=== dbg_run_ctrl ===
dbg_run_ctrl/congestion.png
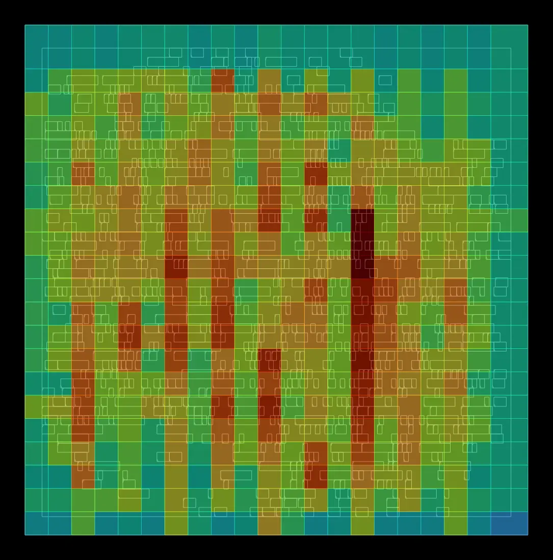

--- src/rtl/dbg_ctrl_pkg.sv ---
// Shared types for the debug run-control block: command opcodes, run states
// and halt causes.
package dbg_ctrl_pkg;

    localparam int NUM_BP = 2;

    typedef enum logic [2:0] {
        OP_NOP        = 3'd0,
        OP_HALT       = 3'd1,
        OP_RUN        = 3'd2,
        OP_STEP       = 3'd3,
        OP_SET_BP     = 3'd4,
        OP_CLR_BP     = 3'd5,
        OP_RESET_CORE = 3'd6,
        OP_ILLEGAL    = 3'd7
    } cmd_op_e;

    typedef enum logic [1:0] {
        ST_RUNNING  = 2'd0,
        ST_STEPPING = 2'd1,
        ST_HALTED   = 2'd2,
        ST_CORE_RST = 2'd3
    } run_state_e;

    typedef enum logic [1:0] {
        CAUSE_NONE = 2'd0,
        CAUSE_CMD  = 2'd1,
        CAUSE_STEP = 2'd2,
        CAUSE_BP   = 2'd3
    } halt_cause_e;

endpackage

--- src/rtl/dbg_clk_gate.sv ---
// Latch-based clock gate for the core clock; the enable is captured while
// sysclk is low so dbgclk can never glitch during the high phase.
module dbg_clk_gate (
    input  logic sysclk,
    input  logic reset,
    input  logic en,
    output logic dbgclk
);

    logic en_q;

    // Reset clears the latch at once so dbgclk is held low while reset is high.
    always_latch begin
        if (reset) begin
            en_q <= 1'b0;
        end else if (!sysclk) begin
            en_q <= en;
        end
    end

    assign dbgclk = sysclk & en_q;

endmodule

--- src/rtl/dbg_run_ctrl.sv ---
// Debug run-control sequencer: gates the core clock and sequences
// run/halt/step/breakpoint/core-reset commands from the debug path.
module dbg_run_ctrl
    import dbg_ctrl_pkg::*;
#(
    parameter int XLEN         = 32,
    parameter int STEP_W       = 16,
    parameter int RST_CYCLES   = 4,
    parameter bit RUN_ON_RESET = 1'b1
) (
    input  logic              sysclk,
    input  logic              reset,
    input  logic              cmd_valid,
    output logic              cmd_ready,
    input  logic [2:0]        cmd_op,
    input  logic [XLEN-1:0]   cmd_arg,
    input  logic              cmd_bp_idx,
    output logic              cmd_err,
    input  logic [XLEN-1:0]   pc,
    output logic              core_en,
    output logic              dbgclk,
    output logic              dm_reset,
    output logic              halted,
    output logic [1:0]        halt_cause,
    output logic [STEP_W-1:0] step_remaining
);

    localparam int CNT_W = $clog2(RST_CYCLES + 1);
    localparam run_state_e RESET_STATE = RUN_ON_RESET ? ST_RUNNING : ST_HALTED;

    run_state_e        state_q, state_d;
    halt_cause_e       cause_q, cause_d;
    logic [STEP_W-1:0] step_q, step_d;
    logic              skip_q, skip_d;
    logic [CNT_W-1:0]  rst_cnt_q, rst_cnt_d;
    logic              bp_en_q   [NUM_BP];
    logic [XLEN-1:0]   bp_addr_q [NUM_BP];
    logic              cmd_err_q;
    logic              dm_reset_q;

    cmd_op_e           op;
    logic              accept;
    logic              active;
    logic              bp_match;
    logic              bp_hit;
    logic [STEP_W-1:0] step_arg;

    assign op        = cmd_op_e'(cmd_op);
    assign cmd_ready = (state_q != ST_CORE_RST);
    assign accept    = cmd_valid & cmd_ready;
    assign active    = (state_q == ST_RUNNING) || (state_q == ST_STEPPING);
    assign step_arg  = cmd_arg[STEP_W-1:0];

    always_comb begin
        bp_match = 1'b0;
        for (int i = 0; i < NUM_BP; i++) begin
            if (bp_en_q[i] && (pc == bp_addr_q[i])) begin
                bp_match = 1'b1;
            end
        end
    end

    // skip masks the breakpoint at the PC we resume from until the core moves on.
    assign bp_hit  = bp_match & ~skip_q;
    assign core_en = active & ~bp_hit;

    always_comb begin
        state_d   = state_q;
        cause_d   = cause_q;
        step_d    = step_q;
        skip_d    = skip_q;
        rst_cnt_d = rst_cnt_q;

        if (core_en) begin
            skip_d = 1'b0;
        end

        if (state_q == ST_CORE_RST) begin
            if (rst_cnt_q == '0) begin
                state_d = ST_HALTED;
                cause_d = CAUSE_NONE;
                step_d  = '0;
            end else begin
                rst_cnt_d = rst_cnt_q - CNT_W'(1);
            end
        end else if (accept && (op == OP_RESET_CORE)) begin
            state_d   = ST_CORE_RST;
            rst_cnt_d = CNT_W'(RST_CYCLES - 1);
            cause_d   = CAUSE_NONE;
            step_d    = '0;
            skip_d    = 1'b0;
        end else if (active && bp_hit) begin
            // A breakpoint swallows any run/halt/step command in the same cycle.
            state_d = ST_HALTED;
            cause_d = CAUSE_BP;
        end else begin
            if ((state_q == ST_STEPPING) && core_en) begin
                step_d = step_q - STEP_W'(1);
                if (step_q == STEP_W'(1)) begin
                    state_d = ST_HALTED;
                    cause_d = CAUSE_STEP;
                end
            end
            if (accept) begin
                case (op)
                    OP_HALT: begin
                        if (active) begin
                            state_d = ST_HALTED;
                            cause_d = CAUSE_CMD;
                        end
                    end
                    OP_RUN: begin
                        state_d = ST_RUNNING;
                        cause_d = CAUSE_NONE;
                        skip_d  = 1'b1;
                    end
                    OP_STEP: begin
                        state_d = ST_STEPPING;
                        cause_d = CAUSE_NONE;
                        step_d  = (step_arg == '0) ? STEP_W'(1) : step_arg;
                        skip_d  = 1'b1;
                    end
                    default: begin
                    end
                endcase
            end
        end
    end

    always_ff @(posedge sysclk or posedge reset) begin
        if (reset) begin
            state_q    <= RESET_STATE;
            cause_q    <= CAUSE_NONE;
            step_q     <= '0;
            skip_q     <= 1'b0;
            rst_cnt_q  <= '0;
            cmd_err_q  <= 1'b0;
            dm_reset_q <= 1'b0;
            for (int i = 0; i < NUM_BP; i++) begin
                bp_en_q[i]   <= 1'b0;
                bp_addr_q[i] <= '0;
            end
        end else begin
            state_q    <= state_d;
            cause_q    <= cause_d;
            step_q     <= step_d;
            skip_q     <= skip_d;
            rst_cnt_q  <= rst_cnt_d;
            cmd_err_q  <= accept && (op == OP_ILLEGAL);
            dm_reset_q <= (state_d == ST_CORE_RST);
            if (accept && (op == OP_SET_BP)) begin
                bp_addr_q[cmd_bp_idx] <= cmd_arg;
                bp_en_q[cmd_bp_idx]   <= 1'b1;
            end else if (accept && (op == OP_CLR_BP)) begin
                bp_en_q[cmd_bp_idx]   <= 1'b0;
            end
        end
    end

    dbg_clk_gate u_clk_gate (
        .sysclk (sysclk),
        .reset  (reset),
        .en     (core_en),
        .dbgclk (dbgclk)
    );

    assign cmd_err        = cmd_err_q;
    assign dm_reset       = dm_reset_q;
    assign halted         = (state_q == ST_HALTED);
    assign halt_cause     = cause_q;
    assign step_remaining = step_q;

endmodule

--- config.mk ---
export PLATFORM = sky130hd
export DESIGN_NAME = dbg_run_ctrl
export DESIGN_NICKNAME = d
export VERILOG_FILES = /design/src/rtl/dbg_ctrl_pkg.sv /design/src/rtl/dbg_clk_gate.sv /design/src/rtl/dbg_run_ctrl.sv
export SDC_FILE = /design/constraint.sdc
export NUM_CORES = 1
export LEC_CHECK = 0
export ABC_AREA = 1
export CAP_MARGIN = 10
export CELL_PAD_IN_SITES_DETAIL_PLACEMENT = 0
export CELL_PAD_IN_SITES_GLOBAL_PLACEMENT = 1
export CORE_AREA = 5 5 144 146
export CTS_CLUSTER_SIZE = 28
export DETAILED_ROUTE_END_ITERATION = 8
export DIE_AREA = 0 0 149 151
export GPL_TIMING_DRIVEN = 0
export PLACE_DENSITY = 0.68
export SYNTH_ARGS = -nofsm -noshare
export SYNTH_HDL_FRONTEND = slang
export SYNTH_SLANG_ARGS = --single-unit
--- constraint.sdc ---
create_clock -name sysclk -period 6.4 [get_ports sysclk]
set_clock_uncertainty 0.1 [all_clocks]
set_input_delay 0.96 -clock sysclk [delete_from_list [all_inputs] [get_ports sysclk]]
set_output_delay 0.96 -clock sysclk [all_outputs]
set_load 0.005 [all_outputs]
=== shift_sequencer ===
**config.mk**
```make
export PLATFORM = sky130hd
export DESIGN_NAME = shift_sequencer
export DESIGN_NICKNAME = d
export VERILOG_FILES = /design/src/rtl/shift_sequencer_pkg.sv /design/src/rtl/shift_sequencer_step_counter.sv /design/src/rtl/shift_sequencer.sv
export SDC_FILE = /design/constraint.sdc
export NUM_CORES = 1
export LEC_CHECK = 0
export ABC_AREA = 0
export CAP_MARGIN = 25
export CORE_UTILIZATION = 47
export CTS_CLUSTER_DIAMETER = 150
export DETAILED_ROUTE_END_ITERATION = 6
export PLACE_DENSITY = 0.95
export SYNTH_ARGS = -nofsm -noshare
export SYNTH_HDL_FRONTEND = slang
export SYNTH_HIERARCHICAL = 1
export SYNTH_SLANG_ARGS = --single-unit
```
**constraint.sdc**
```tcl
create_clock -name clock -period 4.35 [get_ports clock]
set_input_delay 0.435 -clock clock [delete_from_list [all_inputs] [get_ports clock]]
set_output_delay 0.435 -clock clock [all_outputs]
set_load 0.1 [all_outputs]
```
**src/rtl/shift_sequencer_pkg.sv**
```systemverilog
// Shared opcodes, state encoding and default sizes for the shift-register command sequencer.
package shift_sequencer_pkg;

    localparam int DEF_WIDTH = 8;
    localparam int DEF_CNT_W = 4;

    localparam logic [1:0] OP_LOAD = 2'b00;
    localparam logic [1:0] OP_SHR  = 2'b01;
    localparam logic [1:0] OP_SHL  = 2'b10;
    localparam logic [1:0] OP_ROR  = 2'b11;

    typedef enum logic [1:0] {
        S_IDLE    = 2'b00,
        S_LOAD    = 2'b01,
        S_SHIFT   = 2'b10,
        S_CAPTURE = 2'b11
    } state_t;

    // Ops that move data toward the LSB use the register's sh pin.
    function automatic logic uses_sh(input logic [1:0] op);
        return (op == OP_SHR) || (op == OP_ROR);
    endfunction

endpackage

```
**src/rtl/shift_sequencer_step_counter.sv**
```systemverilog
// Loadable down-counter of remaining shift steps; last flags the final step.
module step_counter #(
    parameter int CNT_W = 4
) (
    input  logic             clock,
    input  logic             resetn,
    input  logic             load,
    input  logic [CNT_W-1:0] load_val,
    input  logic             dec,
    output logic [CNT_W-1:0] count,
    output logic             last
);

    logic [CNT_W-1:0] count_r;

    // Step counter register: load wins over decrement.
    always_ff @(posedge clock or negedge resetn) begin
        if (!resetn) begin
            count_r <= '0;
        end else if (load) begin
            count_r <= load_val;
        end else if (dec) begin
            count_r <= count_r - {{(CNT_W-1){1'b0}}, 1'b1};
        end else begin
            count_r <= count_r;
        end
    end

    assign count = count_r;
    assign last  = (count_r == {{(CNT_W-1){1'b0}}, 1'b1});

endmodule

```
**src/rtl/shift_sequencer.sv**
```systemverilog
// Command-driven controller for an 8-bit universal shift register: load / shift / rotate by N,
// Moore-decoded control pins, result capture with a done pulse.
module shift_sequencer
    import shift_sequencer_pkg::*;
#(
    parameter int WIDTH = DEF_WIDTH,
    parameter int CNT_W = DEF_CNT_W
) (
    input  logic             clock,
    input  logic             resetn,
    input  logic             cmd_valid,
    output logic             cmd_ready,
    input  logic [1:0]       cmd_op,
    input  logic [CNT_W-1:0] cmd_count,
    input  logic [WIDTH-1:0] cmd_data,
    input  logic             cmd_si,
    input  logic             cmd_abort,
    input  logic [WIDTH-1:0] reg_out,
    output logic [WIDTH-1:0] reg_d,
    output logic             reg_l,
    output logic             reg_sh,
    output logic             reg_shl,
    output logic             reg_si,
    output logic             busy,
    output logic             done,
    output logic             aborted,
    output logic [WIDTH-1:0] result
);

    state_t           state_r, state_s;
    logic [1:0]       op_r;
    logic [WIDTH-1:0] data_r;
    logic             si_r;
    logic             abort_seen_r;
    logic             ready_r;
    logic             done_r;
    logic             aborted_r;
    logic [WIDTH-1:0] result_r;
    logic             accept_s;
    logic             last_s;
    logic [CNT_W-1:0] count_s;

    assign accept_s = cmd_valid & ready_r;

    step_counter #(.CNT_W(CNT_W)) u_step_counter (
        .clock    (clock),
        .resetn   (resetn),
        .load     (accept_s),
        .load_val (cmd_count),
        .dec      (state_r == S_SHIFT),
        .count    (count_s),
        .last     (last_s)
    );

    // Next-state decode.
    always_comb begin
        state_s = state_r;
        case (state_r)
            S_IDLE: begin
                if (accept_s) begin
                    if (cmd_op == OP_LOAD)        state_s = S_LOAD;
                    else if (cmd_count == '0)     state_s = S_CAPTURE;
                    else                          state_s = S_SHIFT;
                end else begin
                    state_s = S_IDLE;
                end
            end
            S_LOAD:    state_s = S_CAPTURE;
            S_SHIFT: begin
                if (last_s || cmd_abort) state_s = S_CAPTURE;
                else                     state_s = S_SHIFT;
            end
            S_CAPTURE: state_s = S_IDLE;
            default:   state_s = S_IDLE;
        endcase
    end

    // Register control pins; rotate feeds the register's own LSB back to si.
    always_comb begin
        reg_d   = '0;
        reg_l   = 1'b0;
        reg_sh  = 1'b0;
        reg_shl = 1'b0;
        reg_si  = 1'b0;
        case (state_r)
            S_LOAD: begin
                reg_l = 1'b1;
                reg_d = data_r;
            end
            S_SHIFT: begin
                reg_sh  = uses_sh(op_r);
                reg_shl = (op_r == OP_SHL);
                reg_si  = (op_r == OP_ROR) ? reg_out[0] : si_r;
            end
            default: begin
                reg_d = '0;
            end
        endcase
    end

    // State register; ready is 0 in reset and tracks IDLE from the first edge after release.
    always_ff @(posedge clock or negedge resetn) begin
        if (!resetn) begin
            state_r <= S_IDLE;
            ready_r <= 1'b0;
        end else begin
            state_r <= state_s;
            ready_r <= (state_s == S_IDLE);
        end
    end

    // Operand latch and abort tracking.
    always_ff @(posedge clock or negedge resetn) begin
        if (!resetn) begin
            op_r         <= 2'b00;
            data_r       <= '0;
            si_r         <= 1'b0;
            abort_seen_r <= 1'b0;
        end else if (accept_s) begin
            op_r         <= cmd_op;
            data_r       <= cmd_data;
            si_r         <= cmd_si;
            abort_seen_r <= 1'b0;
        end else if ((state_r == S_SHIFT) && cmd_abort) begin
            abort_seen_r <= 1'b1;
        end else begin
            abort_seen_r <= abort_seen_r;
        end
    end

    // Completion: capture register value, pulse done with its aborted qualifier.
    always_ff @(posedge clock or negedge resetn) begin
        if (!resetn) begin
            result_r  <= '0;
            done_r    <= 1'b0;
            aborted_r <= 1'b0;
        end else if (state_r == S_CAPTURE) begin
            result_r  <= reg_out;
            done_r    <= 1'b1;
            aborted_r <= abort_seen_r;
        end else begin
            result_r  <= result_r;
            done_r    <= 1'b0;
            aborted_r <= 1'b0;
        end
    end

    assign cmd_ready = ready_r;
    assign busy      = (state_r != S_IDLE);
    assign done      = done_r;
    assign aborted   = aborted_r;
    assign result    = result_r;

endmodule

```
=== jk_mod_counter ===
File: src/rtl/jk_mod_counter.sv
// Modulo-MODULUS up/down counter whose state advances through JK excitation; J/K are exported
// so an external JK flip-flop bank can track Q. Define JK_COUNTER_SAT_EN for saturating limits.
module jk_mod_counter #(
    parameter int WIDTH   = 4,
    parameter int MODULUS = 10
) (
    input  logic             CLK,
    input  logic             RST,
    input  logic             EN,
    input  logic             UP,
    input  logic             LOAD,
    input  logic [WIDTH-1:0] D,
    output logic [WIDTH-1:0] Q,
    output logic [WIDTH-1:0] Qbar,
    output logic [WIDTH-1:0] J,
    output logic [WIDTH-1:0] K,
    output logic             TC,
    output logic             WRAP
);

`ifdef JK_COUNTER_SAT_EN
    localparam bit SAT_EN = 1'b1;
`else
    localparam bit SAT_EN = 1'b0;
`endif

    localparam logic [WIDTH-1:0] MAX_VAL = WIDTH'(MODULUS - 1);
    localparam logic [WIDTH-1:0] ONE     = WIDTH'(1);

    logic             at_max;
    logic             at_zero;
    logic [WIDTH-1:0] nxt;
    logic [WIDTH-1:0] q_upd;

    assign at_max  = (Q == MAX_VAL);
    assign at_zero = (Q == '0);

    // Requested next state; out-of-range loads collapse to zero so Q stays in 0..MODULUS-1.
    // NOTE: every always_comb output gets a default first so no path can infer a latch.
    always_comb begin
        nxt = Q;
        if (LOAD) begin
            nxt = (D <= MAX_VAL) ? D : '0;
        end else if (EN) begin
            if (UP) begin
                if (at_max) nxt = SAT_EN ? Q : '0;
                else        nxt = Q + ONE;
            end else begin
                if (at_zero) nxt = SAT_EN ? Q : MAX_VAL;
                else         nxt = Q - ONE;
            end
        end
    end

    // Excitation: set/reset form on load, toggle-where-different otherwise, J=0/K=Q under reset.
    always_comb begin
        J = '0;
        K = '0;
        if (RST) begin
            K = Q;
        end else if (LOAD) begin
            J = nxt;
            K = ~nxt;
        end else begin
            J = nxt ^ Q;
            K = nxt ^ Q;
        end
    end

    assign TC    = !RST && EN && !LOAD && ((UP && at_max) || (!UP && at_zero));
    assign q_upd = (J & ~Q) | (~K & Q);

    // Qbar is registered from the same update as Q rather than derived from Q.
    // NOTE: state uses non-blocking assignments so all registers sample pre-edge values.
    always_ff @(posedge CLK) begin
        if (RST) begin
            Q    <= '0;
            Qbar <= '1;
            WRAP <= 1'b0;
        end else begin
            Q    <= q_upd;
            Qbar <= ~q_upd;
            WRAP <= SAT_EN ? 1'b0 : TC;
        end
    end

endmodule
File: config.mk
export PLATFORM = sky130hd
export DESIGN_NAME = jk_mod_counter
export DESIGN_NICKNAME = d
export VERILOG_FILES = /design/src/rtl/jk_mod_counter.sv
export SDC_FILE = /design/constraint.sdc
export NUM_CORES = 1
export LEC_CHECK = 0
export CORE_UTILIZATION = 30
export CTS_BUF_LIST = sky130_fd_sc_hd__clkbuf_8
export CTS_CLUSTER_SIZE = 12
export DETAILED_ROUTE_END_ITERATION = 8
export GPL_TIMING_DRIVEN = 0
export PLACE_DENSITY = 0.57
export SETUP_SLACK_MARGIN = 0.02
export SYNTH_ARGS = -nofsm -noshare
export SYNTH_HDL_FRONTEND = slang
export SYNTH_SLANG_ARGS = --single-unit
File: constraint.sdc
create_clock -name CLK -period 3.4 [get_ports CLK]
set_input_delay 0.68 -clock CLK [delete_from_list [all_inputs] [get_ports CLK]]
set_output_delay 0.68 -clock CLK [all_outputs]
set_load 0.01 [all_outputs]
shift_sequencer/congestion.png
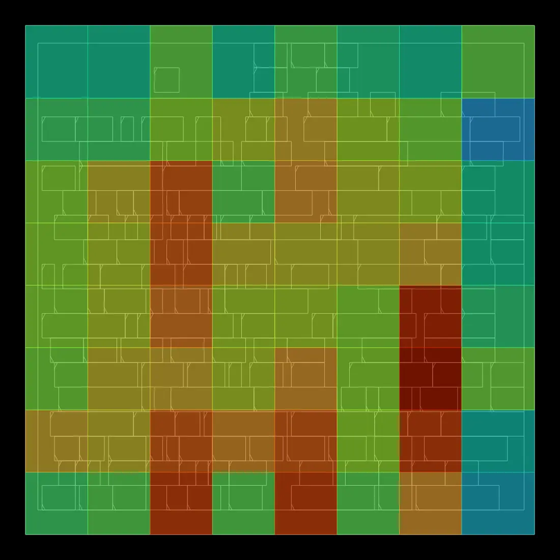
busiest grt layer: met2
total routing usage reported by global routing: 21.4%
WL per Instance: 15.3 um
global-route track usage on met2: 36.6%

shift_sequencer/flops_by_reg.png
(8 px per um)
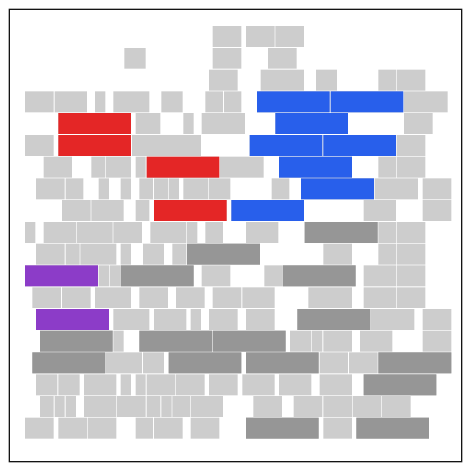
| netlist name | colour | flops |
|---|---|---|
| u_step_counter/count | red | 4 |
| data_r | blue | 8 |
| state_r | purple | 2 |

==> CHANGELOG.md, shift_sequencer <==
## Implementation

- Synthesized instance count: roughly 110
- CP Cell Sequence: inv_1 -> ha_1 -> a21boi_0 -> clkdlybuf4s50_1
- Post-synthesis compound-gate area fraction: approximately 3.6%
- Initial Utilization: 49.9%
- Tally of nets with antenna violations remaining after routing: 0
- Final antenna diode count: 0
- Reg-to-reg slack, setup: 2.74 ns
- Global routing met3 resource utilization: just under 8%
- Main logic family after synthesis: multiplexers
- Maximum number of pins on one net before global-route repair: 30
- Total Neg Setup Slack: 0 ns
- Critical path launch point type: register
- Clk Latency, worst-skew pair: roughly 0.33 ns
- RePlAce Congestion: roughly 0.76
- Result of the run: completed
- Wl on met1: 1200 um
- Crit Reg-Reg Endpoint: u_step_counter/count[3]$_DFFE_PN0P_
- TritonCTS clock tree: done
[shift_sequencer: critical path, delay by kind of cell (launching register included)]
family	cells	cell delay [ns]
adders and majority gates	1	0.35
DFF	1	0.41
buffers and inverters	2	1.26
AOI/OAI and AO/OA	1	0.23
[shift_sequencer: cell type report]
cell class	instances	area, um2
clock buffer	6	41.3
sequential	29	726
multi-input combinational	69	613
tap	31	38.8
inverter	6	25.0
fill	211	820
clock inverter	2	10.0
timing repair buffer	51	508
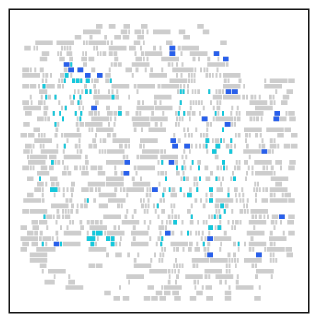
dbg_run_ctrl/logic_types.png
(2 px per um)
| family | colour | cells |
|---|---|---|
| NOR gates | cyan | 91 |
| XOR/XNOR gates | blue | 30 |

## Picture notes: dbg_run_ctrl/congestion.png
WL per Instance: 16.3 um
global-route track usage on met2: 31.9%

==> CHANGELOG.md, dbg_run_ctrl <==
## Implementation

- Critical path required time: 5.34 ns
- Synthesized netlist net count: about 960
- Maxcap violations: 0
- Worst path depth: 3
- Source of the critical timing path: u_clk_gate.en_q$_DLATCH_P_
- Family with the most delay on the worst path: buffers and inverters
- Most popular library cell in the synthesized design by count: sky130_fd_sc_hd__nand2_1
- CP max-delay cell: sky130_fd_sc_hd__clkdlybuf4s50_1
- Total Neg Setup Slack: 0 ns
- Final wirelength: slightly above 20000 um
- Total routing usage reported by global routing: 19.1%
- Antenna violations before repair: 0
- Number of primary I/O pins: ~95
- Met3 WL post-DR: about 740 um
- Result of the run: completed
- Average cell area after synthesis: 6.83 um2
- Worst Hold Launch: reset
- TritonCTS clock tree: done
- Setup WS post-layout: around 0.82 ns
[dbg_run_ctrl: area by class of cell]
type / count / area, um2
fill: 2165 / 11400
sequential: 93 / 2320
clock buffer: 19 / 395
multi-input combinational: 627 / 3060
buffer: 26 / 149
timing repair buffer: 97 / 988
tap: 265 / 332
clock inverter: 4 / 48.8
inverter: 142 / 541
[dbg_run_ctrl: per-stage QoR]
stage / area, um2 / std cells
6_report: 7840 / 1273
5_1_grt: 7840 / 1273
4_1_cts: 7840 / 1273
3_5_place_dp: 7360 / 1248
3_3_place_gp: 7330 / 1247
2_1_floorplan: 6070 / 889
jk_mod_counter/detail.png
Window x 28 to 53, y 28 to 53 um. Cells in grey, sequential cells in the stronger grey; small squares are vias.
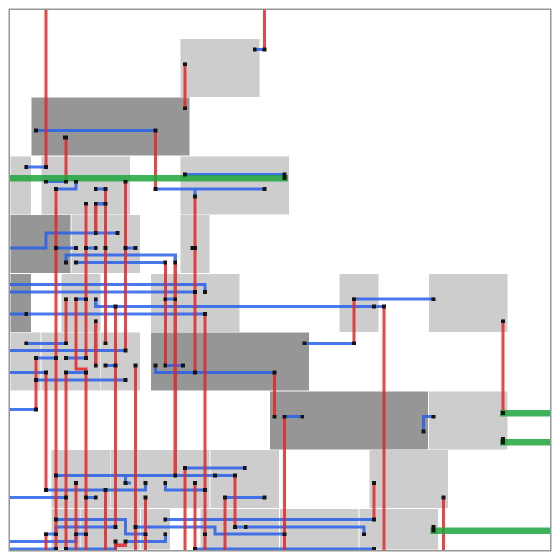
| layer | colour |
|---|---|
| metal 1 | blue |
| metal 2 | red |
| metal 3 | green |
cells with their middle in the window: 25
sequential cells in the window: 3
most frequent: clkdlybuf4s50_1 (6), dfxtp_1 (3), nand2_1 (2)

==> CHANGELOG.md, jk_mod_counter <==
## Implementation

- Crit Reg-Reg Endpoint: Qbar[1]$_SDFF_PP1_
- Registers: 9
- Total area of multi-input combinational cells: ~560 um2
- Post-CTS Repair Setup Buffers: 0
- Maximum number of pins on one net before global-route repair: 11
- Async set-reset flop share out of synthesis: 0%
- Final period util: approximately 95%
- Multi-input gate share of total cell area: between 40% and 50%
- CP max-delay cell: sky130_fd_sc_hd__clkdlybuf4s50_1
- Dominant cell type by area after synthesis: sky130_fd_sc_hd__dfxtp_1
- Clock buffer cells: 3
- FP Rows: 18
- Main area contributors: sky130_fd_sc_hd__dfxtp_1 22%, sky130_fd_sc_hd__a2111oi_4 6.8%, sky130_fd_sc_hd__o21ai_0 5.6%
- Post-synthesis compound-gate area fraction: between 30% and 40%
- Layout Utilization: a little under half
- Core outline area: around 2500 um2
- Final wirelength: 2230 um
- Critical path required time: about 2.7 ns
- Number of buffers inserted during clock tree synthesis: 3
- Result of the run: completed
- Final antenna diode count: 0
- Average cell area after synthesis: a little under 8 um2
- Maxcap violations: 0
- Synthesized area: just over 800 um2
- Sequential portion of the cell area: roughly 16%
- Antenna violations before repair: 0
- Number of primary I/O pins: 27
- Number of non-clock inverters: 2
## jk_mod_counter: per-layer routing
layer  share of wire (%)  track usage (%)  vias up
met1                  47             23.2      417
li1                    -                -      427
met4                   0                0        0
met2                  46             27.6       27
met3                 6.2             7.06        0
met5                   0                0        -

==> gallery <==
Metal 1.
panel A
(2 px per um)
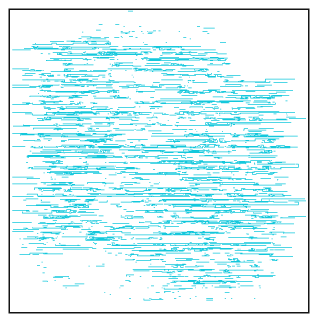
panel B
(4 px per um)
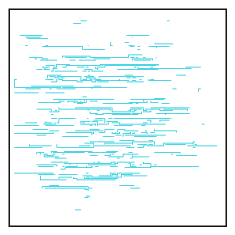
panel C
(4 px per um)
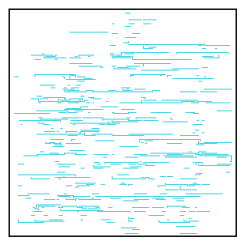
panel C -> shift_sequencer
panel A -> dbg_run_ctrl
panel B -> jk_mod_counter
- largest die: panel A


